=== sgpio_led_arbiter ===
**sgpio_led_arbiter: cells by drive strength**

Drawn at 4 px/um.
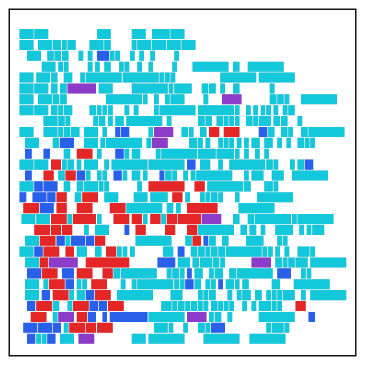

$ cat config.mk
export PLATFORM = sky130hd
export DESIGN_NAME = sgpio_led_arbiter
export DESIGN_NICKNAME = d
export VERILOG_FILES = /design/src/rtl/sgpio_led_arbiter.sv
export SDC_FILE = /design/constraint.sdc
export NUM_CORES = 1
export LEC_CHECK = 0
export ABC_AREA = 1
export CAP_MARGIN = 20
export CORE_MARGIN = 2
export CORE_UTILIZATION = 45
export DETAILED_ROUTE_END_ITERATION = 10
export PLACE_DENSITY = 0.7
export SLEW_MARGIN = 20
export SYNTH_ARGS = -nofsm -noshare
export SYNTH_HDL_FRONTEND = slang
export SYNTH_SLANG_ARGS = --single-unit
$ cat constraint.sdc
create_clock -name aclk -period 2.15 [get_ports aclk]
set_input_delay 0.43 -clock aclk [delete_from_list [all_inputs] [get_ports aclk]]
set_output_delay 0.43 -clock aclk [all_outputs]
set_load 0.005 [all_outputs]
$ cat src/rtl/sgpio_led_arbiter.sv
// rtl/sgpio_led_arbiter.sv - round-robin arbiter feeding one SGPIO LED shifter
// Spaces shifter issues a full frame apart and re-sends the last byte when idle.
module sgpio_led_arbiter #(
  parameter int NUM_REQ        = 4,
  parameter int FRAME_CYCLES   = 5000,
  parameter int REFRESH_CYCLES = 50000
) (
  input  logic                       aclk,
  input  logic                       aresetn,
  input  logic                       en,
  input  logic [8*NUM_REQ-1:0]       i_req_data,
  input  logic [NUM_REQ-1:0]         i_req_valid,
  output logic [NUM_REQ-1:0]         o_req_ready,
  output logic [7:0]                 o_data,
  output logic                       o_valid,
  output logic                       o_busy,
  output logic [$clog2(NUM_REQ)-1:0] o_grant_id
);

  localparam int GW = $clog2(NUM_REQ);
  localparam int FW = $clog2(FRAME_CYCLES);
  localparam int RW = (REFRESH_CYCLES > 0) ? $clog2(REFRESH_CYCLES + 1) : 1;

  localparam logic [1:0] S_IDLE  = 2'd0;
  localparam logic [1:0] S_ISSUE = 2'd1;
  localparam logic [1:0] S_WAIT  = 2'd2;

  logic [1:0]    state_q, state_d;
  logic [GW-1:0] ptr_q, ptr_d;
  logic [GW-1:0] grant_q, grant_d;
  logic [7:0]    last_q, last_d;
  logic [FW-1:0] frame_q, frame_d;
  logic [RW-1:0] refresh_q, refresh_d;

  logic          found;
  logic [GW-1:0] win;
  logic [GW-1:0] cand;
  logic [7:0]    win_byte;
  logic [NUM_REQ-1:0] ready_c;

  // First valid requester strictly after the pointer, wrapping around.
  always_comb begin
    found = 1'b0;
    win   = '0;
    cand  = '0;
    for (int i = 1; i <= NUM_REQ; i++) begin
      cand = GW'((int'(ptr_q) + i) % NUM_REQ);
      if (!found && i_req_valid[cand]) begin
        found = 1'b1;
        win   = cand;
      end
    end
  end

  always_comb begin
    win_byte = 8'h00;
    for (int k = 0; k < NUM_REQ; k++) begin
      if (GW'(k) == win) win_byte = i_req_data[k*8 +: 8];
    end
  end

  always_comb begin
    state_d   = state_q;
    ptr_d     = ptr_q;
    grant_d   = grant_q;
    last_d    = last_q;
    frame_d   = frame_q;
    refresh_d = refresh_q;
    ready_c   = '0;
    case (state_q)
      S_IDLE: begin
        if (en && found) begin
          ready_c[win] = 1'b1;
          last_d       = win_byte;
          ptr_d        = win;
          grant_d      = win;
          refresh_d    = '0;
          state_d      = S_ISSUE;
        end else if (en && REFRESH_CYCLES != 0) begin
          // Threshold at REFRESH_CYCLES puts the refresh pulse REFRESH_CYCLES+1 after idle entry.
          if (refresh_q == RW'(REFRESH_CYCLES)) begin
            refresh_d = '0;
            state_d   = S_ISSUE;
          end else begin
            refresh_d = refresh_q + 1'b1;
          end
        end else begin
          refresh_d = '0;
        end
      end
      S_ISSUE: begin
        frame_d = FW'(FRAME_CYCLES - 2);
        state_d = S_WAIT;
      end
      S_WAIT: begin
        if (frame_q == '0) begin
          state_d   = S_IDLE;
          refresh_d = '0;
        end else begin
          frame_d = frame_q - 1'b1;
        end
      end
      default: state_d = S_IDLE;
    endcase
  end

  always_ff @(posedge aclk or negedge aresetn) begin
    if (!aresetn) begin
      state_q   <= S_IDLE;
      ptr_q     <= GW'(NUM_REQ - 1);
      grant_q   <= '0;
      last_q    <= '0;
      frame_q   <= '0;
      refresh_q <= '0;
    end else begin
      state_q   <= state_d;
      ptr_q     <= ptr_d;
      grant_q   <= grant_d;
      last_q    <= last_d;
      frame_q   <= frame_d;
      refresh_q <= refresh_d;
    end
  end

  // Ready is combinational, so it must also be forced low while reset is held.
  assign o_req_ready = ready_c & {NUM_REQ{aresetn}};
  assign o_valid     = (state_q == S_ISSUE);
  assign o_data      = o_valid ? last_q : 8'h00;
  assign o_busy      = (state_q == S_ISSUE) || (state_q == S_WAIT);
  assign o_grant_id  = grant_q;

endmodule
=== traffic_phase_controller ===
### src/rtl/traffic_phase_controller.sv
// Two-lane traffic light sequencer: one-second prescaler, four-phase light cycle,
// lane countdowns, and run/config arbitration with validated time latching.
module traffic_phase_controller #(
  parameter int unsigned CLK_PER_SEC    = 100,
  parameter int unsigned DEFAULT_GREEN  = 27,
  parameter int unsigned DEFAULT_YELLOW = 3,
  parameter int unsigned DEFAULT_RED    = 30,
  parameter int unsigned MAX_TIME       = 99
) (
  input  logic       clk,
  input  logic       reset,
  input  logic       buttonMode,
  input  logic [6:0] greenTimeIn,
  input  logic [6:0] yellowTimeIn,
  input  logic [6:0] redTimeIn,
  output logic       configEnable,
  output logic [6:0] greenTime,
  output logic [6:0] yellowTime,
  output logic [6:0] redTime,
  output logic [2:0] lightLane1,
  output logic [2:0] lightLane2,
  output logic [6:0] timeLane1,
  output logic [6:0] timeLane2,
  output logic       tick
);

  localparam int unsigned TW = 7;
  localparam int unsigned PW = (CLK_PER_SEC > 1) ? $clog2(CLK_PER_SEC) : 1;

  localparam logic [2:0] LAMP_G   = 3'b001;
  localparam logic [2:0] LAMP_Y   = 3'b010;
  localparam logic [2:0] LAMP_R   = 3'b100;
  localparam logic [2:0] LAMP_OFF = 3'b000;

  typedef enum logic [2:0] {
    P_GR   = 3'd0,
    P_YR   = 3'd1,
    P_RG   = 3'd2,
    P_RY   = 3'd3,
    CONFIG = 3'd4
  } state_e;

  state_e        state_q, state_d;
  logic [TW-1:0] cnt_q, cnt_d;
  logic [PW-1:0] presc_q, presc_d;
  logic [TW-1:0] green_q, green_d;
  logic [TW-1:0] yellow_q, yellow_d;
  logic [TW-1:0] red_q, red_d;

  logic sec_end;
  logic cfg_valid;

  assign sec_end = (presc_q == PW'(CLK_PER_SEC - 1));

  // Sum computed one bit wider so an overflowing green+yellow cannot alias a legal red
  assign cfg_valid = (greenTimeIn != '0) && (yellowTimeIn != '0) &&
                     (redTimeIn <= TW'(MAX_TIME)) &&
                     ((8'(greenTimeIn) + 8'(yellowTimeIn)) == 8'(redTimeIn));

  // State and datapath registers
  always_ff @(posedge clk or negedge reset) begin
    if (!reset) begin
      state_q  <= P_GR;
      cnt_q    <= TW'(DEFAULT_GREEN);
      presc_q  <= '0;
      green_q  <= TW'(DEFAULT_GREEN);
      yellow_q <= TW'(DEFAULT_YELLOW);
      red_q    <= TW'(DEFAULT_RED);
    end else begin
      state_q  <= state_d;
      cnt_q    <= cnt_d;
      presc_q  <= presc_d;
      green_q  <= green_d;
      yellow_q <= yellow_d;
      red_q    <= red_d;
    end
  end

  // Next-state logic
  always_comb begin
    state_d  = state_q;
    cnt_d    = cnt_q;
    presc_d  = presc_q;
    green_d  = green_q;
    yellow_d = yellow_q;
    red_d    = red_q;

    case (state_q)
      P_GR, P_YR, P_RG, P_RY: begin
        if (buttonMode) begin
          // Mode request wins over a coincident tick; counters freeze
          state_d = CONFIG;
        end else begin
          presc_d = sec_end ? '0 : PW'(presc_q + 1'b1);
          if (sec_end) begin
            if (cnt_q == TW'(1)) begin
              case (state_q)
                P_GR:    begin state_d = P_YR; cnt_d = yellow_q; end
                P_YR:    begin state_d = P_RG; cnt_d = green_q;  end
                P_RG:    begin state_d = P_RY; cnt_d = yellow_q; end
                default: begin state_d = P_GR; cnt_d = green_q;  end
              endcase
            end else begin
              cnt_d = TW'(cnt_q - 1'b1);
            end
          end
        end
      end
      CONFIG: begin
        if (buttonMode) begin
          state_d = P_GR;
          presc_d = '0;
          if (cfg_valid) begin
            green_d  = greenTimeIn;
            yellow_d = yellowTimeIn;
            red_d    = redTimeIn;
            cnt_d    = greenTimeIn;
          end else begin
            cnt_d    = green_q;
          end
        end
      end
      default: begin
        state_d = P_GR;
        cnt_d   = green_q;
        presc_d = '0;
      end
    endcase
  end

  // Lamp and countdown decode straight from registered state
  always_comb begin
    configEnable = 1'b0;
    lightLane1   = LAMP_OFF;
    lightLane2   = LAMP_OFF;
    timeLane1    = '0;
    timeLane2    = '0;
    tick         = 1'b0;

    case (state_q)
      P_GR: begin
        lightLane1 = LAMP_G;
        lightLane2 = LAMP_R;
        timeLane1  = cnt_q;
        timeLane2  = TW'(cnt_q + yellow_q);
        tick       = sec_end;
      end
      P_YR: begin
        lightLane1 = LAMP_Y;
        lightLane2 = LAMP_R;
        timeLane1  = cnt_q;
        timeLane2  = cnt_q;
        tick       = sec_end;
      end
      P_RG: begin
        lightLane1 = LAMP_R;
        lightLane2 = LAMP_G;
        timeLane1  = TW'(cnt_q + yellow_q);
        timeLane2  = cnt_q;
        tick       = sec_end;
      end
      P_RY: begin
        lightLane1 = LAMP_R;
        lightLane2 = LAMP_Y;
        timeLane1  = cnt_q;
        timeLane2  = cnt_q;
        tick       = sec_end;
      end
      CONFIG: begin
        configEnable = 1'b1;
      end
      default: begin
        configEnable = 1'b0;
      end
    endcase
  end

  assign greenTime  = green_q;
  assign yellowTime = yellow_q;
  assign redTime    = red_q;

endmodule
### config.mk
export PLATFORM = sky130hd
export DESIGN_NAME = traffic_phase_controller
export DESIGN_NICKNAME = d
export VERILOG_FILES = /design/src/rtl/traffic_phase_controller.sv
export SDC_FILE = /design/constraint.sdc
export NUM_CORES = 1
export LEC_CHECK = 0
export CAP_MARGIN = 40
export CORE_AREA = 4 4 76 131
export CTS_CLUSTER_SIZE = 16
export DETAILED_ROUTE_END_ITERATION = 6
export DIE_AREA = 0 0 80 135
export GPL_ROUTABILITY_DRIVEN = 0
export GPL_TIMING_DRIVEN = 0
export PLACE_DENSITY_LB_ADDON = 0.12
export SLEW_MARGIN = 0
export SYNTH_ARGS = -nofsm -noshare
export SYNTH_HDL_FRONTEND = slang
export SYNTH_SLANG_ARGS = --single-unit
export TNS_END_PERCENT = 50
### constraint.sdc
create_clock -name clk -period 2.4 [get_ports clk]
set_input_delay 0.48 -clock clk [delete_from_list [all_inputs] [get_ports clk]]
set_output_delay 0.48 -clock clk [all_outputs]
set_load 0.05 [all_outputs]
=== ftdi_stream_tester ===
[src/rtl/ftdi_stream_tester.sv]
// Traffic generator and self-synchronising checker for the 245-FIFO user-side stream.
// Increment or PRBS8 byte sequence. Lane 0 of each word carries the earliest byte.
module ftdi_stream_tester #(
  parameter int TX_DEXP = 2,
  parameter int RX_DEXP = 0,
  parameter int TIMEOUT = 5000000,
  parameter int CNT_W   = 32
)(
  input  logic                     clk,
  input  logic                     rstn,
  input  logic                     mode,
  input  logic                     tx_en,
  input  logic                     clr,
  output logic                     tx_valid,
  input  logic                     tx_ready,
  output logic [(8<<TX_DEXP)-1:0]  tx_data,
  input  logic                     rx_valid,
  output logic                     rx_ready,
  input  logic [(8<<RX_DEXP)-1:0]  rx_data,
  output logic                     locked,
  output logic                     err,
  output logic [15:0]              err_cnt,
  output logic [CNT_W-1:0]         tx_bytes,
  output logic [CNT_W-1:0]         rx_bytes
);
  localparam int TXB = 1 << TX_DEXP;
  localparam int RXB = 1 << RX_DEXP;
  localparam int IW  = $clog2(TIMEOUT + 1);

  typedef enum logic {UNLOCKED, LOCKED} state_t;

  function automatic logic [7:0] f(input logic m, input logic [7:0] s);
    return m ? {s[6:0], s[7] ^ s[5] ^ s[4] ^ s[3]} : s + 8'd1;
  endfunction

  function automatic logic [7:0] seed(input logic m);
    return m ? 8'h01 : 8'h00;
  endfunction

  // ---------------- generator ----------------
  logic [7:0]           base;
  logic                 gen_mode, mode_r;
  logic [TXB-1:0][7:0]  tx_lane;
  logic                 hs;

  assign hs = tx_valid & tx_ready;

  for (genvar k = 0; k < TXB; k++) begin : g_tx_lane
    if (k == 0) begin : g_first
      assign tx_lane[k] = base;
    end else begin : g_next
      assign tx_lane[k] = f(gen_mode, tx_lane[k-1]);
    end
  end
  assign tx_data = tx_lane;

  // gen_mode only follows mode at a word boundary so a held word never changes
  always_ff @(posedge clk or negedge rstn) begin
    if (!rstn) begin
      tx_valid <= 1'b0;
      base     <= 8'h00;
      gen_mode <= 1'b0;
      mode_r   <= 1'b0;
    end else begin
      if (!tx_valid || tx_ready) tx_valid <= tx_en;
      if (mode != gen_mode && (!tx_valid || hs)) begin
        base     <= seed(mode);
        gen_mode <= mode;
      end else if (hs) begin
        base <= f(gen_mode, tx_lane[TXB-1]);
      end
      mode_r <= mode;
    end
  end

  // ---------------- checker ----------------
  logic [RXB-1:0][7:0]  rx_lane;
  logic [RXB-1:0]       mis;
  logic [7:0]           last;
  logic                 acc, mode_chg, lock_eff;
  state_t               state, state_nxt;
  logic [IW-1:0]        idle, idle_nxt;
  logic [16:0]          nerr, err_sum;
  logic [15:0]          err_nxt;

  assign rx_lane  = rx_data;
  assign acc      = rx_valid & rx_ready;
  assign mode_chg = (mode != mode_r);
  assign lock_eff = (state == LOCKED) && !mode_chg;

  // prediction is always taken from received bytes, so the checker re-syncs itself
  for (genvar k = 0; k < RXB; k++) begin : g_rx_lane
    if (k == 0) begin : g_first
      assign mis[k] = lock_eff && (rx_lane[k] != f(mode, last));
    end else begin : g_next
      assign mis[k] = (rx_lane[k] != f(mode, rx_lane[k-1]));
    end
  end

  always_comb begin
    nerr = '0;
    for (int k = 0; k < RXB; k++) nerr = nerr + 17'(mis[k]);
    err_sum = {1'b0, err_cnt} + nerr;
    err_nxt = err_cnt;
    if (clr)      err_nxt = 16'h0000;
    else if (acc) err_nxt = err_sum[16] ? 16'hFFFF : err_sum[15:0];
  end

  always_comb begin
    state_nxt = state;
    idle_nxt  = idle;
    if (acc) begin
      state_nxt = LOCKED;
      idle_nxt  = IW'(TIMEOUT);
    end else if (idle != '0) begin
      idle_nxt = idle - IW'(1);
      if (idle == IW'(1)) state_nxt = UNLOCKED;
    end
    if (mode_chg) state_nxt = UNLOCKED;
  end

  always_ff @(posedge clk or negedge rstn) begin
    if (!rstn) begin
      state    <= UNLOCKED;
      idle     <= '0;
      last     <= 8'h00;
      rx_ready <= 1'b0;
      err_cnt  <= 16'h0000;
      err      <= 1'b0;
      tx_bytes <= '0;
      rx_bytes <= '0;
    end else begin
      state    <= state_nxt;
      idle     <= idle_nxt;
      rx_ready <= 1'b1;
      err_cnt  <= err_nxt;
      err      <= (err_nxt != 16'h0000);
      if (acc) last <= rx_lane[RXB-1];
      if (clr)      tx_bytes <= '0;
      else if (hs)  tx_bytes <= tx_bytes + CNT_W'(TXB);
      if (clr)      rx_bytes <= '0;
      else if (acc) rx_bytes <= rx_bytes + CNT_W'(RXB);
    end
  end

  assign locked = (state == LOCKED);

endmodule

[config.mk]
export PLATFORM = sky130hd
export DESIGN_NAME = ftdi_stream_tester
export DESIGN_NICKNAME = d
export VERILOG_FILES = /design/src/rtl/ftdi_stream_tester.sv
export SDC_FILE = /design/constraint.sdc
export NUM_CORES = 1
export LEC_CHECK = 0
export CAP_MARGIN = 30
export CORE_UTILIZATION = 45
export CTS_CLUSTER_DIAMETER = 60
export CTS_CLUSTER_SIZE = 40
export DETAILED_ROUTE_END_ITERATION = 12
export DONT_BUFFER_PORTS = 1
export GPL_ROUTABILITY_DRIVEN = 1
export PLACE_DENSITY = 0.65
export SYNTH_ARGS = -nofsm -noshare
export SYNTH_HDL_FRONTEND = slang
export SYNTH_SLANG_ARGS = --single-unit
[constraint.sdc]
create_clock -name clk -period 4.65 [get_ports clk]
set_clock_uncertainty 0.1 [all_clocks]
set_input_delay 0.93 -clock clk [delete_from_list [all_inputs] [get_ports clk]]
set_output_delay 0.93 -clock clk [all_outputs]
set_load 0.02 [all_outputs]
=== instr_mem_loader_flat ===
$ cat src/rtl/instr_mem_loader_pkg.sv
// -----------------------------------------------------------------------------
// instr_loader_pkg
// Shared definitions for the instruction-memory loader:
//   - loader_state_e : loader FSM states
//   - BYTE_WIDTH     : width of one stream element
//   - bpw()          : bytes per instruction word for a given word width
// -----------------------------------------------------------------------------
package instr_loader_pkg;

  localparam int BYTE_WIDTH = 8;

  typedef enum logic [2:0] {
    IDLE    = 3'd0,
    COLLECT = 3'd1,
    WRITE   = 3'd2,
    CHECK   = 3'd3,
    DONE    = 3'd4
  } loader_state_e;

  // Number of stream bytes that make up one instruction word.
  function automatic int bpw(input int word_length);
    return word_length / BYTE_WIDTH;
  endfunction

endpackage

$ cat src/rtl/instr_mem_loader_if.sv
// -----------------------------------------------------------------------------
// instr_mem_loader_if
// Byte stream into the instruction-memory loader (valid/ready handshake).
//   in_data  : stream byte
//   in_valid : in_data is valid
//   in_ready : loader accepts a byte this cycle
// Modports:
//   master : byte producer (boot interface / testbench)
//   slave  : the loader
// -----------------------------------------------------------------------------
interface instr_mem_loader_if;
  import instr_loader_pkg::*;

  logic [BYTE_WIDTH-1:0] in_data;
  logic                  in_valid;
  logic                  in_ready;

  modport master (
    output in_data,
    output in_valid,
    input  in_ready
  );

  modport slave (
    input  in_data,
    input  in_valid,
    output in_ready
  );

endinterface

$ cat src/rtl/instr_mem_loader_byte_assembler.sv
// -----------------------------------------------------------------------------
// byte_assembler
// Packs a stream of bytes into one WORD_LENGTH word, first byte most
// significant. Used both for data words and for the checksum word.
// Ports:
//   clk, reset : clock, synchronous active-high reset
//   clear      : synchronous clear of the shift register and byte counter
//   shift_en   : a byte is accepted this cycle
//   byte_in    : the byte being accepted
//   word       : assembled word including the byte accepted this cycle, so the
//                parent can register it on the same edge that completes it
//   full       : this cycle's byte completes the word
// -----------------------------------------------------------------------------
module byte_assembler
  import instr_loader_pkg::*;
#(
  parameter int WORD_LENGTH = 16
) (
  input  logic                   clk,
  input  logic                   reset,
  input  logic                   clear,
  input  logic                   shift_en,
  input  logic [BYTE_WIDTH-1:0]  byte_in,
  output logic [WORD_LENGTH-1:0] word,
  output logic                   full
);

  localparam int BPW = bpw(WORD_LENGTH);
  localparam int CW  = (BPW > 1) ? $clog2(BPW) : 1;
  localparam logic [CW-1:0] LAST_IDX = CW'(BPW - 1);
  localparam logic [CW-1:0] ONE_C    = CW'(1);
  localparam logic [CW-1:0] ZERO_C   = CW'(0);

  logic [WORD_LENGTH-1:0] shift_r;
  logic [WORD_LENGTH-1:0] shifted_s;
  logic [CW-1:0]          count_r;

  // Next shift-register value and the look-ahead word/full outputs.
  always_comb begin
    shifted_s = (shift_r << BYTE_WIDTH) | WORD_LENGTH'(byte_in);
    if (shift_en) begin
      word = shifted_s;
      full = (count_r == LAST_IDX);
    end else begin
      word = shift_r;
      full = 1'b0;
    end
  end

  // Shift register and byte counter; the counter rolls over once a word completes.
  always_ff @(posedge clk) begin
    if (reset) begin
      shift_r <= {WORD_LENGTH{1'b0}};
      count_r <= ZERO_C;
    end else if (clear) begin
      shift_r <= {WORD_LENGTH{1'b0}};
      count_r <= ZERO_C;
    end else if (shift_en) begin
      shift_r <= shifted_s;
      if (count_r == LAST_IDX) begin
        count_r <= ZERO_C;
      end else begin
        count_r <= count_r + ONE_C;
      end
    end else begin
      shift_r <= shift_r;
      count_r <= count_r;
    end
  end

endmodule

$ cat src/rtl/instr_mem_loader.sv
// -----------------------------------------------------------------------------
// instr_mem_loader
// Write-side companion to the instruction memory. Accepts a byte stream,
// assembles bytes into instruction words (first byte = MSB) and writes them
// to consecutive word addresses starting at base_addr.
//
// Optional feature macro: INSTR_LOADER_CHECKSUM_EN
//   When defined, an XOR of all written words is compared against one extra
//   checksum word streamed after the data; err flags a mismatch and holds
//   until the next start or reset. When undefined, err is tied to 0.
//
// Ports:
//   clk, reset   : clock, synchronous active-high reset
//   start        : begin a load (sampled only while idle)
//   base_addr    : first word address, captured on start
//   word_count   : words to write, captured on start
//   stream       : byte stream slave (in_data / in_valid / in_ready)
//   mem_we       : one-cycle write strobe per word
//   MAR, MDR     : write address / data, zero whenever mem_we is low
//   busy         : from the cycle after start through the done pulse
//   done         : one-cycle completion pulse
//   err          : checksum mismatch flag
// -----------------------------------------------------------------------------
module instr_mem_loader
  import instr_loader_pkg::*;
#(
  parameter int WORD_LENGTH   = 16,
  parameter int ADDRESS_SPACE = 21
) (
  input  logic                     clk,
  input  logic                     reset,
  input  logic                     start,
  input  logic [ADDRESS_SPACE-1:0] base_addr,
  input  logic [ADDRESS_SPACE-1:0] word_count,
  instr_mem_loader_if.slave        stream,
  output logic                     mem_we,
  output logic [ADDRESS_SPACE-1:0] MAR,
  output logic [WORD_LENGTH-1:0]   MDR,
  output logic                     busy,
  output logic                     done,
  output logic                     err
);

  localparam logic [ADDRESS_SPACE-1:0] ZERO_A = {ADDRESS_SPACE{1'b0}};
  localparam logic [ADDRESS_SPACE-1:0] ONE_A  = {{(ADDRESS_SPACE-1){1'b0}}, 1'b1};
  localparam logic [WORD_LENGTH-1:0]   ZERO_W = {WORD_LENGTH{1'b0}};

  loader_state_e              state_r;
  logic [ADDRESS_SPACE-1:0]   addr_r;
  logic [ADDRESS_SPACE-1:0]   remain_r;
  logic                       in_ready_r;
  logic                       mem_we_r;
  logic [ADDRESS_SPACE-1:0]   mar_r;
  logic [WORD_LENGTH-1:0]     mdr_r;
  logic                       busy_r;
  logic                       done_r;

  logic                       accept_s;
  logic                       clear_s;
  logic [WORD_LENGTH-1:0]     asm_word_s;
  logic                       asm_full_s;

`ifdef INSTR_LOADER_CHECKSUM_EN
  logic [WORD_LENGTH-1:0]     acc_r;
  logic                       err_r;
`endif

  // Handshake completion and assembler clear; the assembler is held empty while idle.
  always_comb begin
    accept_s = stream.in_valid && in_ready_r;
    clear_s  = (state_r == IDLE);
  end

  byte_assembler #(
    .WORD_LENGTH (WORD_LENGTH)
  ) u_asm (
    .clk      (clk),
    .reset    (reset),
    .clear    (clear_s),
    .shift_en (accept_s),
    .byte_in  (stream.in_data),
    .word     (asm_word_s),
    .full     (asm_full_s)
  );

  // Loader FSM. Every output is registered and set on the edge that enters
  // the state it belongs to, so mem_we lands one cycle after the last byte.
  always_ff @(posedge clk) begin
    if (reset) begin
      state_r    <= IDLE;
      addr_r     <= ZERO_A;
      remain_r   <= ZERO_A;
      in_ready_r <= 1'b0;
      mem_we_r   <= 1'b0;
      mar_r      <= ZERO_A;
      mdr_r      <= ZERO_W;
      busy_r     <= 1'b0;
      done_r     <= 1'b0;
`ifdef INSTR_LOADER_CHECKSUM_EN
      acc_r      <= ZERO_W;
      err_r      <= 1'b0;
`endif
    end else begin
      case (state_r)
        IDLE: begin
          if (start) begin
            addr_r   <= base_addr;
            remain_r <= word_count;
            busy_r   <= 1'b1;
`ifdef INSTR_LOADER_CHECKSUM_EN
            acc_r    <= ZERO_W;
            err_r    <= 1'b0;
`endif
            if (word_count == ZERO_A) begin
              state_r <= DONE;
              done_r  <= 1'b1;
            end else begin
              state_r    <= COLLECT;
              in_ready_r <= 1'b1;
            end
          end else begin
            state_r <= IDLE;
          end
        end

        COLLECT: begin
          if (accept_s && asm_full_s) begin
            state_r    <= WRITE;
            in_ready_r <= 1'b0;
            mem_we_r   <= 1'b1;
            mar_r      <= addr_r;
            mdr_r      <= asm_word_s;
`ifdef INSTR_LOADER_CHECKSUM_EN
            acc_r      <= acc_r ^ asm_word_s;
`endif
          end else begin
            state_r <= COLLECT;
          end
        end

        WRITE: begin
          mem_we_r <= 1'b0;
          mar_r    <= ZERO_A;
          mdr_r    <= ZERO_W;
          // Natural truncation gives the wrap from the top address to 0.
          addr_r   <= addr_r + ONE_A;
          remain_r <= remain_r - ONE_A;
          if (remain_r == ONE_A) begin
`ifdef INSTR_LOADER_CHECKSUM_EN
            state_r    <= CHECK;
            in_ready_r <= 1'b1;
`else
            state_r    <= DONE;
            done_r     <= 1'b1;
`endif
          end else begin
            state_r    <= COLLECT;
            in_ready_r <= 1'b1;
          end
        end

`ifdef INSTR_LOADER_CHECKSUM_EN
        CHECK: begin
          // The checksum word goes through the same assembler but is never written.
          if (accept_s && asm_full_s) begin
            state_r    <= DONE;
            in_ready_r <= 1'b0;
            done_r     <= 1'b1;
            err_r      <= (asm_word_s != acc_r);
          end else begin
            state_r <= CHECK;
          end
        end
`endif

        DONE: begin
          state_r <= IDLE;
          done_r  <= 1'b0;
          busy_r  <= 1'b0;
        end

        default: begin
          state_r    <= IDLE;
          in_ready_r <= 1'b0;
          mem_we_r   <= 1'b0;
          mar_r      <= ZERO_A;
          mdr_r      <= ZERO_W;
          busy_r     <= 1'b0;
          done_r     <= 1'b0;
        end
      endcase
    end
  end

  assign stream.in_ready = in_ready_r;
  assign mem_we          = mem_we_r;
  assign MAR             = mar_r;
  assign MDR             = mdr_r;
  assign busy            = busy_r;
  assign done            = done_r;

`ifdef INSTR_LOADER_CHECKSUM_EN
  assign err = err_r;
`else
  assign err = 1'b0;
`endif

endmodule

$ cat src/flat_wrapper.sv
// flat-port wrapper written by rule: the top's interface ports become plain ports
module instr_mem_loader_flat import instr_loader_pkg::*;
#(
  parameter int WORD_LENGTH   = 16,
  parameter int ADDRESS_SPACE = 21
)
  (clk, reset, start, base_addr, word_count, mem_we, MAR, MDR, busy, done, err, stream_in_data, stream_in_valid, stream_in_ready);
  instr_mem_loader_if stream_i ();
  input  logic clk;
  input  logic reset;
  input  logic start;
  input  logic [ADDRESS_SPACE-1:0] base_addr;
  input  logic [ADDRESS_SPACE-1:0] word_count;
  output logic mem_we;
  output logic [ADDRESS_SPACE-1:0] MAR;
  output logic [WORD_LENGTH-1:0] MDR;
  output logic busy;
  output logic done;
  output logic err;
  input wire logic [$bits(stream_i.in_data)-1:0] stream_in_data;
  input wire logic [$bits(stream_i.in_valid)-1:0] stream_in_valid;
  output wire logic [$bits(stream_i.in_ready)-1:0] stream_in_ready;
  assign stream_i.in_data = stream_in_data;
  assign stream_i.in_valid = stream_in_valid;
  assign stream_in_ready = stream_i.in_ready;
  instr_mem_loader #(.WORD_LENGTH(WORD_LENGTH), .ADDRESS_SPACE(ADDRESS_SPACE)) u_core (.clk(clk), .reset(reset), .start(start), .base_addr(base_addr), .word_count(word_count), .stream(stream_i), .mem_we(mem_we), .MAR(MAR), .MDR(MDR), .busy(busy), .done(done), .err(err));
endmodule
$ cat config.mk
export PLATFORM = sky130hd
export DESIGN_NAME = instr_mem_loader_flat
export DESIGN_NICKNAME = d
export VERILOG_FILES = /design/src/rtl/instr_mem_loader_pkg.sv /design/src/rtl/instr_mem_loader_if.sv /design/src/rtl/instr_mem_loader_byte_assembler.sv /design/src/rtl/instr_mem_loader.sv /design/src/flat_wrapper.sv
export SDC_FILE = /design/constraint.sdc
export NUM_CORES = 1
export LEC_CHECK = 0
export CAP_MARGIN = 10
export CORE_ASPECT_RATIO = 1.75
export CORE_MARGIN = 2
export CORE_UTILIZATION = 40
export CTS_CLUSTER_DIAMETER = 150
export DETAILED_ROUTE_END_ITERATION = 10
export GPL_ROUTABILITY_DRIVEN = 0
export HOLD_SLACK_MARGIN = 0.05
export SYNTH_ARGS = -nofsm -noshare
export SYNTH_HDL_FRONTEND = slang
export SYNTH_HIERARCHICAL = 1
export SYNTH_SLANG_ARGS = --single-unit
$ cat constraint.sdc
create_clock -name clk -period 4.98 [get_ports clk]
set_input_delay 0.747 -clock clk [delete_from_list [all_inputs] [get_ports clk]]
set_output_delay 0.747 -clock clk [all_outputs]
set_load 0.1 [all_outputs]
**traffic_phase_controller: signal wires on met1**

Drawn at 6 px/um. Supply wires on this layer in gray.
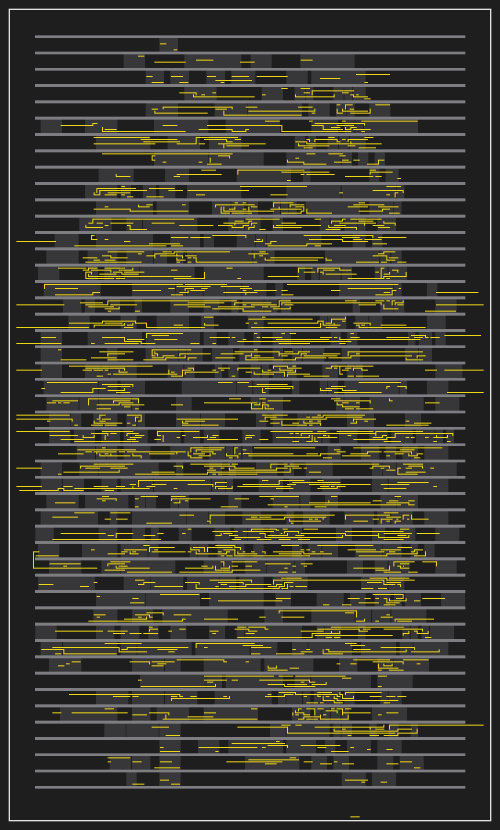
main direction = horizontal
nets with wire on the layer = 475
longest straight run = 23.0 um
share of all routed wire = 36%
wire length on this layer = 4060 um

==> impl_metrics.env, traffic_phase_controller <==
# flow metrics
export IMPL_syn2layout_area_growth_pct=48.5
export IMPL_track_usage=0.217
export IMPL_status="finished with violations"
export IMPL_crit_path_start="yellowTime[0]"
export IMPL_crit_required_ns=1.92
export IMPL_timing_hold_ws_ns=0.0734
export IMPL_dr_wl_met3_um=391
export IMPL_setup_violations=35
export IMPL_ctsResizeCount=188
export IMPL_post_drt_wl_per_cell_um=19.0
export IMPL_worst_pin_slew_ns=0.551
export IMPL_flop_area_sq_um=976
export IMPL_violations="setup timing"
export IMPL_timing_rr_end="cnt_q[1]"
export IMPL_worstRegToRegCells=10
export IMPL_fin_ws_ns=-0.542
## traffic_phase_controller: Yosys cell counts, types with 4 or more instances
cell type	n	area, sq um
nand2_1	35	131
nor2_1	30	113
a21oi_1	27	135
dfrtp_1	24	601
mux2_4	20	300
clkbuf_1	18	67.6
nand3_1	17	85.1
ha_1	16	200
dfstp_2	14	368
nor3_1	14	70.1
o21ai_0	13	65.1
mux2i_1	12	120
inv_1	11	41.3
xor2_1	11	96.3
and2_1	7	43.8
a211oi_1	6	45.0
o21a_1	6	45.0
or2_2	6	37.5
xnor2_1	6	52.6
a31oi_1	5	31.3
nor4_1	5	31.3
o211ai_1	5	37.5
nand4b_1	4	35.0
nor2b_1	4	25.0
o31ai_1	4	30.0
or3_1	4	25.0
## traffic_phase_controller: metrics by stage
step                 util  TNS (ns)  setup slack, ns  power [uW]
floorplan               -     -7.54           -0.636        2890
finish              0.551     -8.97           -0.542        4640
CTS                 0.544     -6.49           -0.576        4610
global route        0.551    -13.16           -0.611        4880
detailed placement  0.481    -44.65            -1.15        3700
global placement    0.480    -49.96            -1.14        3660
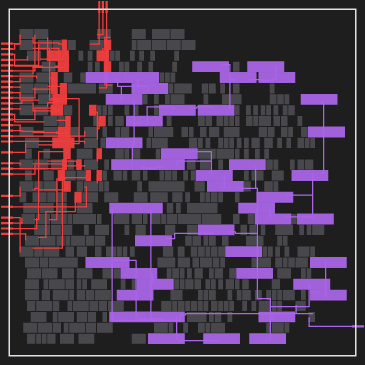
**Above:** sgpio_led_arbiter (port wiring).
Drawn at 4 px/um.
purple -> `aresetn`  # bits 1, direction input, edge right, end cells 44, buffers 2, wire 420 um
red -> `i_req_data`  # bits 32, direction input, edge 29 left, 3 top, end cells 32, buffers 32, wire 545 um

## Picture notes: 'cells by drive strength' of sgpio_led_arbiter
blue -> x2  # cells 50, share 10%, most used nand2_2
red -> x3 and x4  # cells 53, share 11%, most used buf_4
purple -> x6 and larger  # cells 10, share 2.0%, most used clkbuf_8
cyan -> x1 and smaller  # cells 380, share 77%, most used nand2_1

==> impl_metrics.env, sgpio_led_arbiter <==
# flow metrics
export IMPL_status="finished with violations"
export IMPL_violations="setup timing"
export IMPL_yosys_area_share_xor_xnor=0.0345
export IMPL_row_count=29
export IMPL_h_tree_depth=2
export IMPL_drive_above_1_share=0.229
export IMPL_setup_violations=4
export IMPL_vias=2851
export IMPL_multi_input_comb_cells=303
export IMPL_fin_ws_ns=-0.341
export IMPL_syn_area_per_cell_sq_um=7.34
export IMPL_p_seq_uw=808
export IMPL_synth_adder_area_share=0.0288
export IMPL_reg2reg_from="ptr_q[0]"
export IMPL_grt_pass1_wl_mm=12.1
export IMPL_peakVddDrop_mv=0.213
export IMPL_cts_buffer_depth=2
export IMPL_netlist_area_sq_um=3040
export IMPL_antenna_cells=0
export IMPL_simple_gate_area_frac=0.397
export IMPL_hpwl_mm=5.21
export IMPL_dr_max_layer_used="met4"
export IMPL_worstRegToRegCells=14
export IMPL_grt_pass1_vias=2842
export IMPL_grt_met1_usage=0.242
export IMPL_clock_sinks=43
export IMPL_postRouteAntennaNets=0
export IMPL_timing_rr_end="last_q[5]"
export IMPL_pin_count=55
export IMPL_largestPowerGroup="registers"
export IMPL_r2r_slack_ns=0
export IMPL_cts_tree="built"
export IMPL_dp_cells=559
export IMPL_worst_path_max_fanout=8
export IMPL_largest_class="combinational gates"
export IMPL_ys_seq_share=0.354
export IMPL_layout_cells_non_filler=570
export IMPL_synthAoiAreaFrac=0.0773
export IMPL_fp_util=0.471
export IMPL_pwr_share_comb=0.140
export IMPL_lay_top_count="nand2_1"
export IMPL_dr_pass1_iters=4
export IMPL_vias_per_cell=5.00
## sgpio_led_arbiter: per-stage QoR
| stage | setup TNS, ns | setup slack [ns] | total power, uW | hold slack, ns | util |
|---|---|---|---|---|---|
| CTS | -1.48 | -0.343 | 1530 | 0.327 | 0.607 |
| detailed placement | -6.22 | -0.701 | 1020 | 0.468 | 0.579 |
| floorplan | 0 | 0.00772 | 916 | 0.134 | - |
| finish | -1.33 | -0.341 | 1520 | 0.310 | 0.623 |
| global placement | -4.50 | -0.648 | 1020 | 0.461 | 0.579 |
| global route | -3.22 | -0.425 | 1600 | 0.349 | 0.623 |
## sgpio_led_arbiter: Yosys cell counts, drive strengths merged
library cell | count | area share
nand2 | 118 | 0.17
inv | 61 | 0.078
nor2 | 51 | 0.086
nand3 | 45 | 0.077
dfrtp | 41 | 0.34
o21ai | 24 | 0.043
nand4 | 13 | 0.029
xor2 | 12 | 0.035
nor3 | 11 | 0.021
a21oi | 10 | 0.020
buf | 8 | 0.030
ha | 7 | 0.029
or2 | 5 | 0.010
dfstp | 2 | 0.017
o211ai | 2 | 0.0049
a31oi | 1 | 0.0021
nand3b | 1 | 0.0025
o21a | 1 | 0.0025
o22ai | 1 | 0.0021
o31ai | 1 | 0.0025
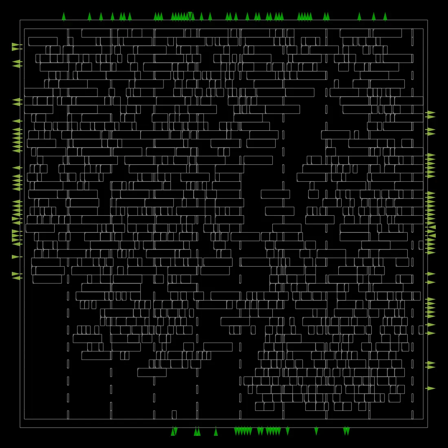
**Above:** ftdi_stream_tester (placement view).
Seq area share: 0.372
Fillers: 1511
std cell rows: 46
core area: 16000 sq um

==> impl_metrics.env, ftdi_stream_tester <==
# flow metrics
export IMPL_h_tree_depth=4
export IMPL_fin_area_sq_um=8270
export IMPL_clock_buffers=23
export IMPL_die_h_um=131
export IMPL_lay_top_count="dfrtp_1"
export IMPL_io_buffer_count=0
export IMPL_die_width_um=131
export IMPL_finalCritPeriodShare=0.952
export IMPL_flop_area_sq_um=3080
export IMPL_vias=5851
export IMPL_postCtsSetupBuffers=0
export IMPL_pin_count=131
export IMPL_powerDensity_nw_per_um2=442
export IMPL_combGateArea_sq_um=4080
export IMPL_power_share_sequential=0.333
export IMPL_openroad_warnings=30
export IMPL_endpoint="tx_data[30]"
export IMPL_clk_latency_ns=0.41
export IMPL_cts_root_buffer="clkbuf_16"
export IMPL_clk_pin_slew_ns=0.06
export IMPL_top_regs="rx_bytes: 32 flops, tx_bytes: 30 flops, idle: 23 flops"
export IMPL_ys_cells=833
export IMPL_track_usage=0.202
export IMPL_mostFrequentLayoutCells="dfrtp_1 (122), nor2_1 (104), nand2_1 (99), xor2_1 (68), a21oi_1 (48)"
export IMPL_slew_limit_headroom=0.541
export IMPL_switching_share=0.342
export IMPL_timing_rr_end="err"
export IMPL_fmax_ghz=0.226
export IMPL_nonClockInverterCount=21
export IMPL_ys_warn_count=0
export IMPL_synth_cell_types=76
export IMPL_globalplace_congestion=0.870
export IMPL_status="finished clean"
export IMPL_ys_seq_share=0.413
export IMPL_pwr_share_clk=0.369
export IMPL_nNonClkBuffers=19
export IMPL_comb_share=0.493
export IMPL_syn2layout_area_growth_pct=11.0
export IMPL_endpoint_kind="output port"
export IMPL_fin_ws_ns=0.223
export IMPL_cap_violations=0
[ftdi_stream_tester: logic make-up (layout without fill, tap and decap cells)]
family / count (synthesis) / after routing / synth area share
flip-flops: 123 / 123 / 0.413
AND-OR/OR-AND: 135 / 135 / 0.120
multiplexers: 7 / 7 / 0.00974
XOR/XNOR: 118 / 118 / 0.146
buffers and inverters: 64 / 72 / 0.0403
adder cells (fa/ha/maj): 11 / 11 / 0.0185
other: 2 / 3 / 0.00101
AND/OR/NAND/NOR: 373 / 373 / 0.252
[ftdi_stream_tester: metal layers]
layer,vias to the layer above,part of all wire,GRT usage
met1,2826,0.46,0.264
met4,0,0.012,0.0642
met3,16,0.065,0.0623
met2,135,0.47,0.319
met5,-,0,0
li1,2874,-,-
[ftdi_stream_tester: worst max-delay path: stages, from the launching register on]
cell       delay [ns]
dfrtp_2          0.49
xnor2_2          0.17
xnor2_2          0.28
a21oi_1          0.16
ha_2             0.39
o21a_1           0.14
ha_1             0.26
and2_1           0.20
nand4_1          0.13
a211oi_1         0.29
o2bb2ai_2        0.20
mux2_2           0.28
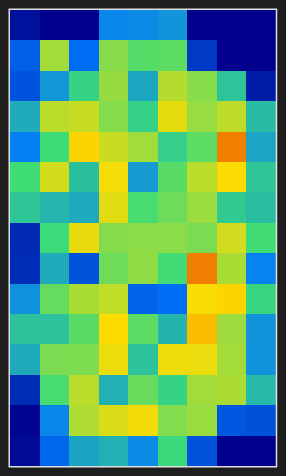
**Above:** instr_mem_loader_flat (local utilization).
Drawn at 3 px/um. 9 x 15 tiles, from dark blue (low) to red (high), 0 to 100% covered.
tiles over 75% full = 3.7%
emptiest ninth of the die = upper right
fullest tile = 86%
nearly empty tiles = 7.4%
mean over tiles = 45%

==> impl_metrics.env, instr_mem_loader_flat <==
# flow metrics
export IMPL_grt_pass1_vias=4378
export IMPL_vias_per_cell=5.82
export IMPL_drive_above_1_share=0.110
export IMPL_grt_met1_usage=0.257
export IMPL_clock_buffers=9
export IMPL_drt_wl_total_mm=13.8
export IMPL_status="finished clean"
export IMPL_hold_path_class="flip-flop to flip-flop"
export IMPL_ys_cells=535
export IMPL_mostFrequentLayoutCells="dfxtp_1 (103), clkdlybuf4s50_1 (93), a22o_1 (36), nand2_1 (32), a21oi_1 (28)"
export IMPL_dr_pass1_iters=4
export IMPL_clock_skew_final_ns=0.0112
export IMPL_largestPowerGroup="registers"
export IMPL_clkCellAreaFrac=0.0458
export IMPL_endpoint_kind="flip-flop"
export IMPL_final_hold_viol_count=0
export IMPL_pwr_share_clk=0.377
export IMPL_postSynth_asyncResetShare=0
export IMPL_dp_cells=763
export IMPL_slew_limit_headroom=0.323
-- instr_mem_loader_flat: through the flow --
| stage | utilization | power, uW |
|---|---|---|
| global route | 0.510 | 1900 |
| detailed placement | 0.487 | 1150 |
| CTS | 0.510 | 1840 |
| floorplan | - | 1060 |
| finish | 0.510 | 1820 |
| global placement | 0.487 | 1150 |
-- instr_mem_loader_flat: worst max-delay path, delay by kind of cell --
| family | cells | cell delay (ns) |
|---|---|---|
| AND/OR/NAND/NOR | 4 | 1.14 |
| buffers and inverters | 1 | 0.42 |
| AND-OR/OR-AND | 2 | 1.11 |
-- instr_mem_loader_flat: path summary, 6_finish.rpt --
path | to | cells after the start | from | slack [ns]
worst max-delay path | u_core/MAR[6] | 7 | stream_in_valid | 1.83
worst min register to register | u_core/MDR[9] | 1 | u_core/MDR[9] | 0.47
worst min-delay path | u_core/MDR[9] | 1 | u_core/MDR[9] | 0.47
worst max register to register | u_core/MAR[6] | 6 | u_core/stream.in_ready | 2.31
-- instr_mem_loader_flat: flip-flops by register name (all words and copies together), names as in the netlist, 3 cells and up --
register / count
u_core/MAR: 21
u_core/state_r: 3
u_core/remain_r: 21
u_core/MDR: 16
u_core/u_asm/shift_r: 16
u_core/addr_r: 21

==> screenshots <==
Cells by drive strength.
picture 1
Drawn at 3 px/um.
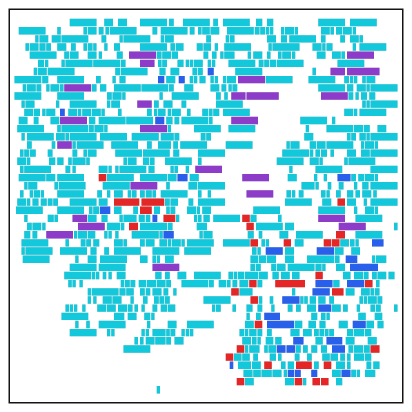
picture 2
Drawn at 3 px/um.
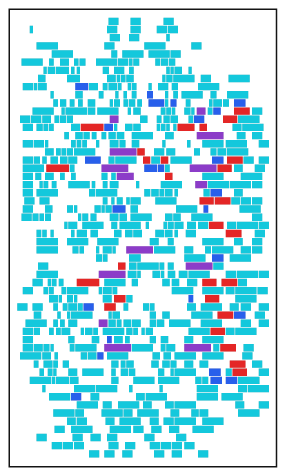
picture 3
Drawn at 4 px/um.
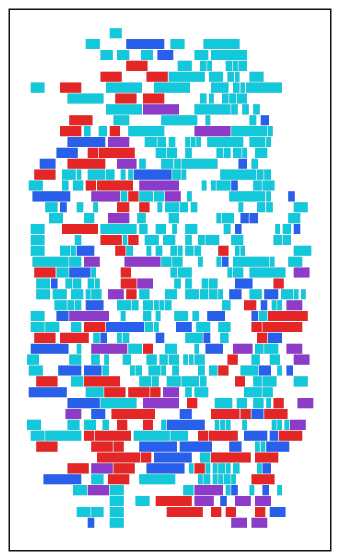
picture 3: traffic_phase_controller
picture 1: ftdi_stream_tester
picture 2: instr_mem_loader_flat
The one with the smallest die is picture 3.

Key to picture 1:
blue -> x2  # cells 33, share 3.9%
purple -> x6 and larger  # cells 25, share 3.0%, most used clkbuf_16
cyan -> x1 and smaller  # cells 752, share 89%, most used dfrtp_1
red -> x3 and x4  # cells 32, share 3.8%, most used buf_4


=== e1_frame_align ===
**e1_frame_align: local utilization**

Drawn at 6 px/um. 7 x 7 tiles, from dark blue (low) to red (high), 0 to 100% covered.
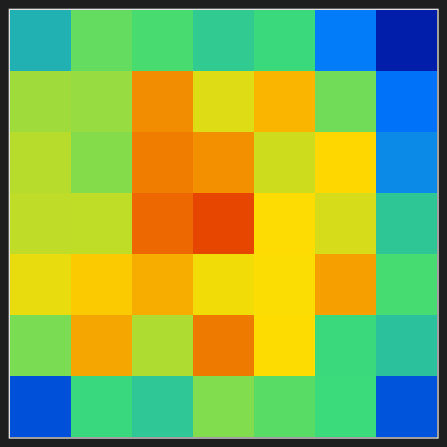
**e1_frame_align: cells by drive strength**

Drawn at 6 px/um.
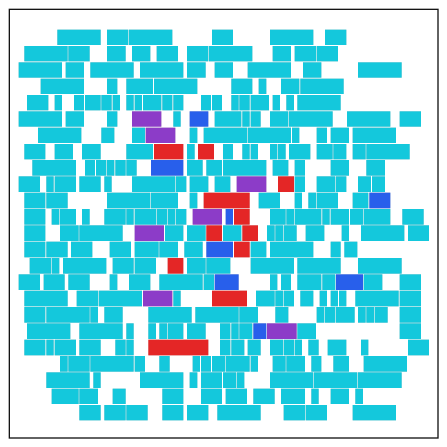
===== src/rtl/e1_frame_align.sv =====
// E1 (G.706) receive frame alignment: hunts for the FAS in TS0, confirms it with NFAS and a
// second FAS, then tracks the timeslot and frame position and drops sync on repeated bad FAS.
module e1_frame_align #(
  parameter logic [7:0] FAS_WORD      = 8'h1b,
  parameter logic [7:0] FAS_MASK      = 8'h7f,
  parameter int         NFAS_BIT      = 6,
  parameter int         TS_PER_FRAME  = 32,
  parameter int         FRAMES_PER_MF = 16,
  parameter int         LOSS_COUNT    = 3,
  parameter int         ERRCNT_W      = 16
) (
  input  logic                             clk,
  input  logic                             rst,
  input  logic [7:0]                       din,
  input  logic                             din_valid,
  output logic [7:0]                       dout,
  output logic                             dout_valid,
  output logic [$clog2(TS_PER_FRAME)-1:0]  ts_idx,
  output logic [$clog2(FRAMES_PER_MF)-1:0] frame_idx,
  output logic                             aligned,
  output logic                             loss_pulse,
  output logic [ERRCNT_W-1:0]              fas_err_cnt,
  output logic [1:0]                       state_dbg
);

  localparam int TS_W = $clog2(TS_PER_FRAME);
  localparam int FR_W = $clog2(FRAMES_PER_MF);

  typedef enum logic [1:0] {HUNT, CHK_NFAS, CHK_FAS, SYNC} state_t;

  // Handshake: a byte is consumed on every cycle din_valid=1 (no backpressure); dout_valid
  // marks the single cycle on which dout and the index outputs describe a newly accepted byte.

  state_t              state_q, state_d;
  logic [TS_W-1:0]     bc_q, bc_d;
  logic [FR_W-1:0]     fc_q, fc_d;
  logic [3:0]          run_q, run_d;
  logic [ERRCNT_W-1:0] cnt_q, cnt_d;
  logic [7:0]          dout_q, dout_d;
  logic                dout_valid_q, dout_valid_d;
  logic [TS_W-1:0]     ts_q, ts_d;
  logic [FR_W-1:0]     fi_q, fi_d;
  logic                aligned_q, aligned_d;
  logic                loss_q, loss_d;

  logic                fas_ok;
  logic                bc_last;
  logic [TS_W-1:0]     byte_bc;
  logic [FR_W-1:0]     byte_fc;

  assign fas_ok  = (din & FAS_MASK) == (FAS_WORD & FAS_MASK);
  assign bc_last = bc_q == TS_W'(TS_PER_FRAME - 1);

  always_comb begin
    state_d      = state_q;
    bc_d         = bc_q;
    fc_d         = fc_q;
    run_d        = run_q;
    cnt_d        = cnt_q;
    dout_d       = dout_q;
    dout_valid_d = 1'b0;
    ts_d         = ts_q;
    fi_d         = fi_q;
    aligned_d    = aligned_q;
    loss_d       = 1'b0;
    byte_bc      = bc_q;
    byte_fc      = fc_q;

    if (din_valid) begin
      dout_d       = din;
      dout_valid_d = 1'b1;
      bc_d         = bc_last ? '0 : bc_q + 1'b1;
      fc_d         = bc_last ? fc_q + 1'b1 : fc_q;

      case (state_q)
        HUNT: begin
          // A candidate FAS becomes TS0 of frame 0; the counters restart from it.
          if (fas_ok) begin
            state_d = CHK_NFAS;
            byte_bc = '0;
            byte_fc = '0;
            bc_d    = TS_W'(1);
            fc_d    = '0;
          end
        end
        CHK_NFAS: begin
          if (bc_q == '0) state_d = din[NFAS_BIT] ? CHK_FAS : HUNT;
        end
        CHK_FAS: begin
          if (bc_q == '0) begin
            state_d = fas_ok ? SYNC : HUNT;
            run_d   = '0;
          end
        end
        SYNC: begin
          // Only even-frame TS0 carries the FAS; odd-frame TS0 (NFAS) is not supervised.
          if (bc_q == '0 && !fc_q[0]) begin
            if (fas_ok) begin
              run_d = '0;
            end else begin
              run_d = run_q + 1'b1;
              if (!(&cnt_q)) cnt_d = cnt_q + 1'b1;
              if (run_q + 4'd1 == 4'(LOSS_COUNT)) begin
                state_d = HUNT;
                loss_d  = 1'b1;
                run_d   = '0;
              end
            end
          end
        end
        default: state_d = HUNT;
      endcase

      aligned_d = state_d == SYNC;
      ts_d      = (state_d == HUNT) ? '0 : byte_bc;
      fi_d      = (state_d == HUNT) ? '0 : byte_fc;
    end
  end

  always_ff @(posedge clk) begin
    if (rst) begin
      state_q      <= HUNT;
      bc_q         <= '0;
      fc_q         <= '0;
      run_q        <= '0;
      cnt_q        <= '0;
      dout_q       <= '0;
      dout_valid_q <= 1'b0;
      ts_q         <= '0;
      fi_q         <= '0;
      aligned_q    <= 1'b0;
      loss_q       <= 1'b0;
    end else begin
      state_q      <= state_d;
      bc_q         <= bc_d;
      fc_q         <= fc_d;
      run_q        <= run_d;
      cnt_q        <= cnt_d;
      dout_q       <= dout_d;
      dout_valid_q <= dout_valid_d;
      ts_q         <= ts_d;
      fi_q         <= fi_d;
      aligned_q    <= aligned_d;
      loss_q       <= loss_d;
    end
  end

  assign dout        = dout_q;
  assign dout_valid  = dout_valid_q;
  assign ts_idx      = ts_q;
  assign frame_idx   = fi_q;
  assign aligned     = aligned_q;
  assign loss_pulse  = loss_q;
  assign fas_err_cnt = cnt_q;
  assign state_dbg   = state_q;

endmodule


===== config.mk =====
export PLATFORM = sky130hd
export DESIGN_NAME = e1_frame_align
export DESIGN_NICKNAME = d
export VERILOG_FILES = /design/src/rtl/e1_frame_align.sv
export SDC_FILE = /design/constraint.sdc
export NUM_CORES = 1
export LEC_CHECK = 0
export CAP_MARGIN = 20
export CORE_MARGIN = 1
export CORE_UTILIZATION = 51
export DETAILED_ROUTE_END_ITERATION = 12
export HOLD_SLACK_MARGIN = 0.05
export PLACE_DENSITY = 0.8
export SYNTH_ARGS = -nofsm -noshare
export SYNTH_HDL_FRONTEND = slang
export SYNTH_SLANG_ARGS = --single-unit

===== constraint.sdc =====
create_clock -name clk -period 3.1 [get_ports clk]
set_clock_uncertainty 0.2 [all_clocks]
set_input_delay 0.465 -clock clk [delete_from_list [all_inputs] [get_ports clk]]
set_output_delay 0.465 -clock clk [all_outputs]
set_load 0.01 [all_outputs]

==> impl_metrics.env <==
# flow metrics
export IMPL_holdPathEnd="aligned"
export IMPL_seq_cells=51
export IMPL_ys_sh_mux=0.0507
export IMPL_layout_nonclk_buf_frac=0.172
export IMPL_hold_path_class="flip-flop to flip-flop"
export IMPL_cts_root_buffer="clkbuf_8"
export IMPL_postRouteAntennaNets=0
export IMPL_drv_slew=0
export IMPL_ys_flops=51
export IMPL_synth_adder_area_share=0.0359
export IMPL_pwr_share_comb=0.081
export IMPL_timing_rr_end="ts_idx[1]"
export IMPL_p_sw_uw=266
export IMPL_layout_nets=334
export IMPL_hp_start="aligned"
export IMPL_vias=2208
export IMPL_row_count=24
export IMPL_globalplace_congestion=0.831
export IMPL_ff_type="dfxtp_1"
export IMPL_nonClockInverterCount=8
export IMPL_syn_area_per_cell_sq_um=9.29
export IMPL_critPathLaunchType="flip-flop"
export IMPL_netlist_area_sq_um=2440
export IMPL_drc_errors=2
export IMPL_critPathMaxStageDelay_ns=0.56
export IMPL_multi_input_comb_cells=195
export IMPL_netlist_instances=263
export IMPL_die_width_um=71.2
export IMPL_lay_top_count="dfxtp_1"
export IMPL_tns_ns=0
export IMPL_grt_pass1_vias=2003
export IMPL_endpoint_kind="flip-flop"
export IMPL_p_seq_uw=670
export IMPL_simple_gate_area_frac=0.240
export IMPL_cap_violations=0
export IMPL_antenna_found_initial=0
export IMPL_clk_power_uw=414
export IMPL_pin_count=49
export IMPL_layout_cells_non_filler=369
export IMPL_yosys_area_sq_um=2440
export IMPL_cts_tree="built"
export IMPL_final_hold_viol_count=0
export IMPL_flop_area_sq_um=1020
export IMPL_ctsResizeCount=0
export IMPL_internal_power_uw=913
export IMPL_clk_pin_slew_ns=0.09
export IMPL_io_buffer_count=48
export IMPL_worstRegToRegCells=8
export IMPL_crit_chain="inv_1 -> ha_1 -> nor4b_2 -> o21ai_1 -> nor3_1 -> buf_4 -> a21boi_1 -> a22o_1"
export IMPL_synth_dominant_cell_count="dfxtp_1"
export IMPL_violations="DRC"
export IMPL_tapCellCount=52
export IMPL_status="finished with violations"
export IMPL_syn2layout_area_growth_pct=27.2
export IMPL_fp_util=0.546
export IMPL_rsz0062_at_grt="no"
export IMPL_endpoint="ts_idx[1]"
export IMPL_worst_pin_slew_ns=0.753
export IMPL_nNonClkBuffers=55
export IMPL_largest_class="combinational gates"
export IMPL_fmax_ghz=0.392
## Picture notes: 'local utilization' of e1_frame_align
emptiest ninth of the die = upper right
densest ninth of the die = center
tiles over 75% full = 25%
fullest tile = 92%

## Picture notes: 'cells by drive strength' of e1_frame_align
blue -> x2  # cells 8, share 2.5%
cyan -> x1 and smaller  # cells 291, share 92%, most used dfxtp_1
red -> x3 and x4  # cells 11, share 3.5%, most used buf_4
purple -> x6 and larger  # cells 7, share 2.2%, most used clkbuf_8

[routing by layer]
| layer | global-route usage | vias up | part of all wire |
|---|---|---|---|
| met5 | 0 | - | 0 |
| met4 | 0.0778 | 0 | 0.014 |
| met3 | 0.0527 | 8 | 0.060 |
| met2 | 0.353 | 77 | 0.46 |
| met1 | 0.318 | 1049 | 0.47 |
| li1 | - | 1074 | - |
[flip-flops by register name (all words and copies together), names as in the netlist, 2 cells and up]
signal,cells
fc_q,4
dout,8
frame_idx,4
state_dbg,2
ts_idx,5
bc_q,5
run_q,4
fas_err_cnt,16
[metrics by stage]
stage	worst slack, ns	cell area [sq um]	utilization
4_1_cts	0.562	3110	0.694
6_report	0.550	3110	0.694
3_5_place_dp	0.389	3010	0.672
3_3_place_gp	0.400	3010	0.672
5_1_grt	0.323	3110	0.694
2_1_floorplan	0.789	2440	-
[worst max-delay path: cells and delay by family, from the launching register on]
family | cells | cell delay, ns
AND-OR/OR-AND | 3 | 0.69
adder cells (fa/ha/maj) | 1 | 0.16
buffers and inverters | 2 | 0.25
flip-flops | 1 | 0.36
AND/OR/NAND/NOR | 2 | 0.79


==> layout pictures side by side <==
Signal wires on met1.
shot_01.png
Drawn at 4 px/um. Supply wires on this layer in gray.
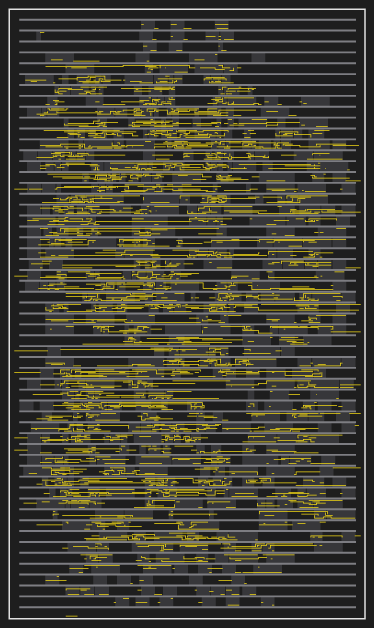
shot_02.png
Drawn at 4 px/um. Supply wires on this layer in gray.
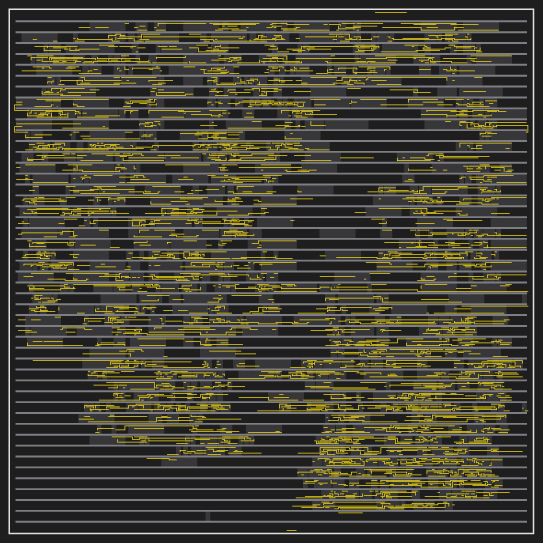
shot_03.png
Drawn at 6 px/um. Supply wires on this layer in gray.
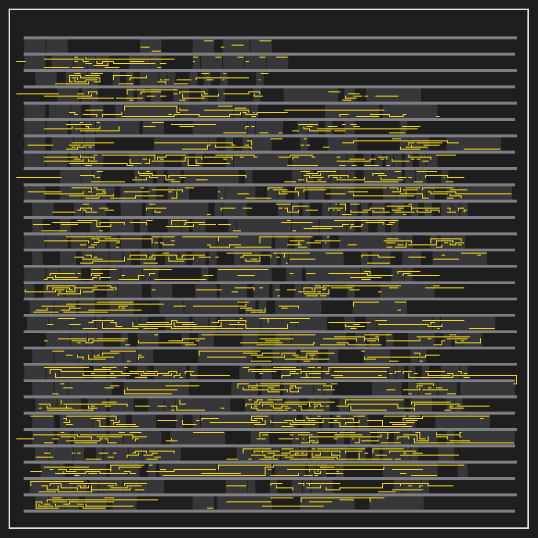
shot_04.png
Drawn at 8 px/um. Supply wires on this layer in gray.
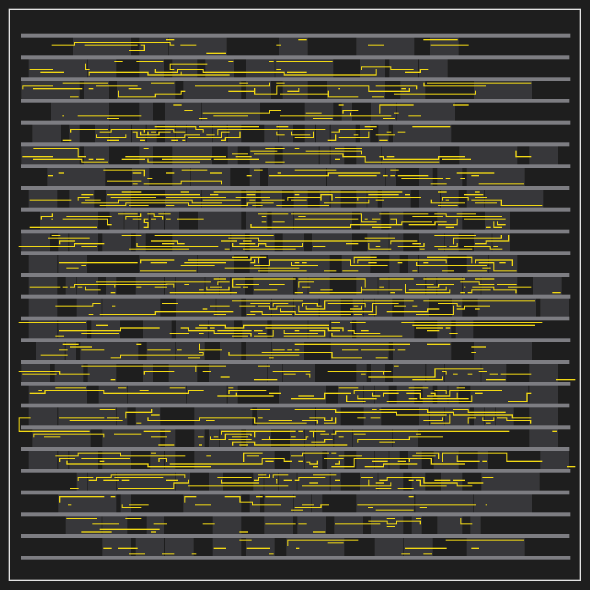
shot_02.png is ftdi_stream_tester.
shot_01.png is instr_mem_loader_flat.
shot_03.png is sgpio_led_arbiter.
shot_04.png is e1_frame_align.

Key to shot_01.png:
main direction = horizontal
longest straight run = 39.6 um


## Gallery

Placement view.
Plate I
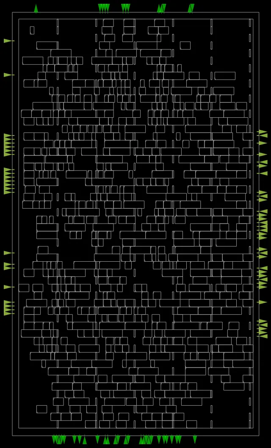
Plate II
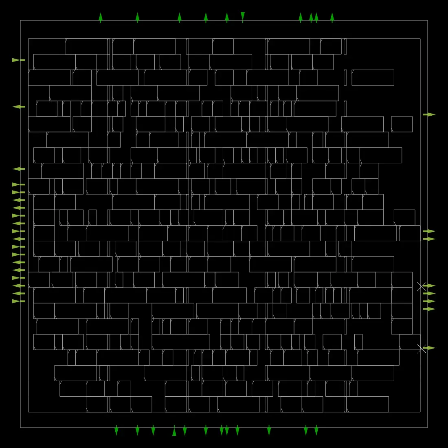
Plate III
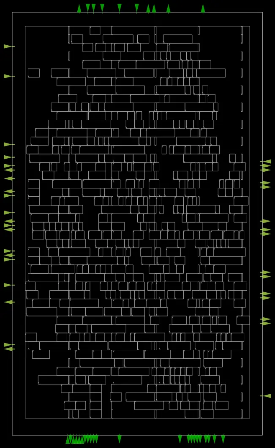
Plate IV
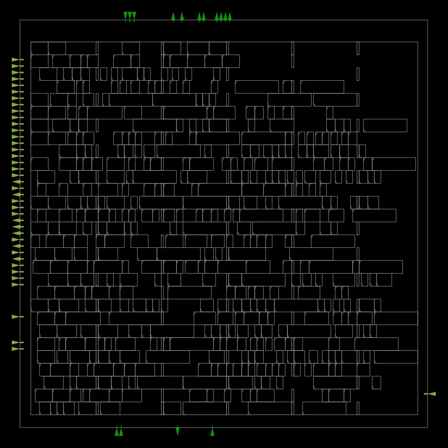
- Plate I = instr_mem_loader_flat
- Plate II = e1_frame_align
- Plate III = traffic_phase_controller
- Plate IV = sgpio_led_arbiter
- most sequential cells: Plate I
- fewest cells: Plate II

Power and IR drop assume default switching activity.
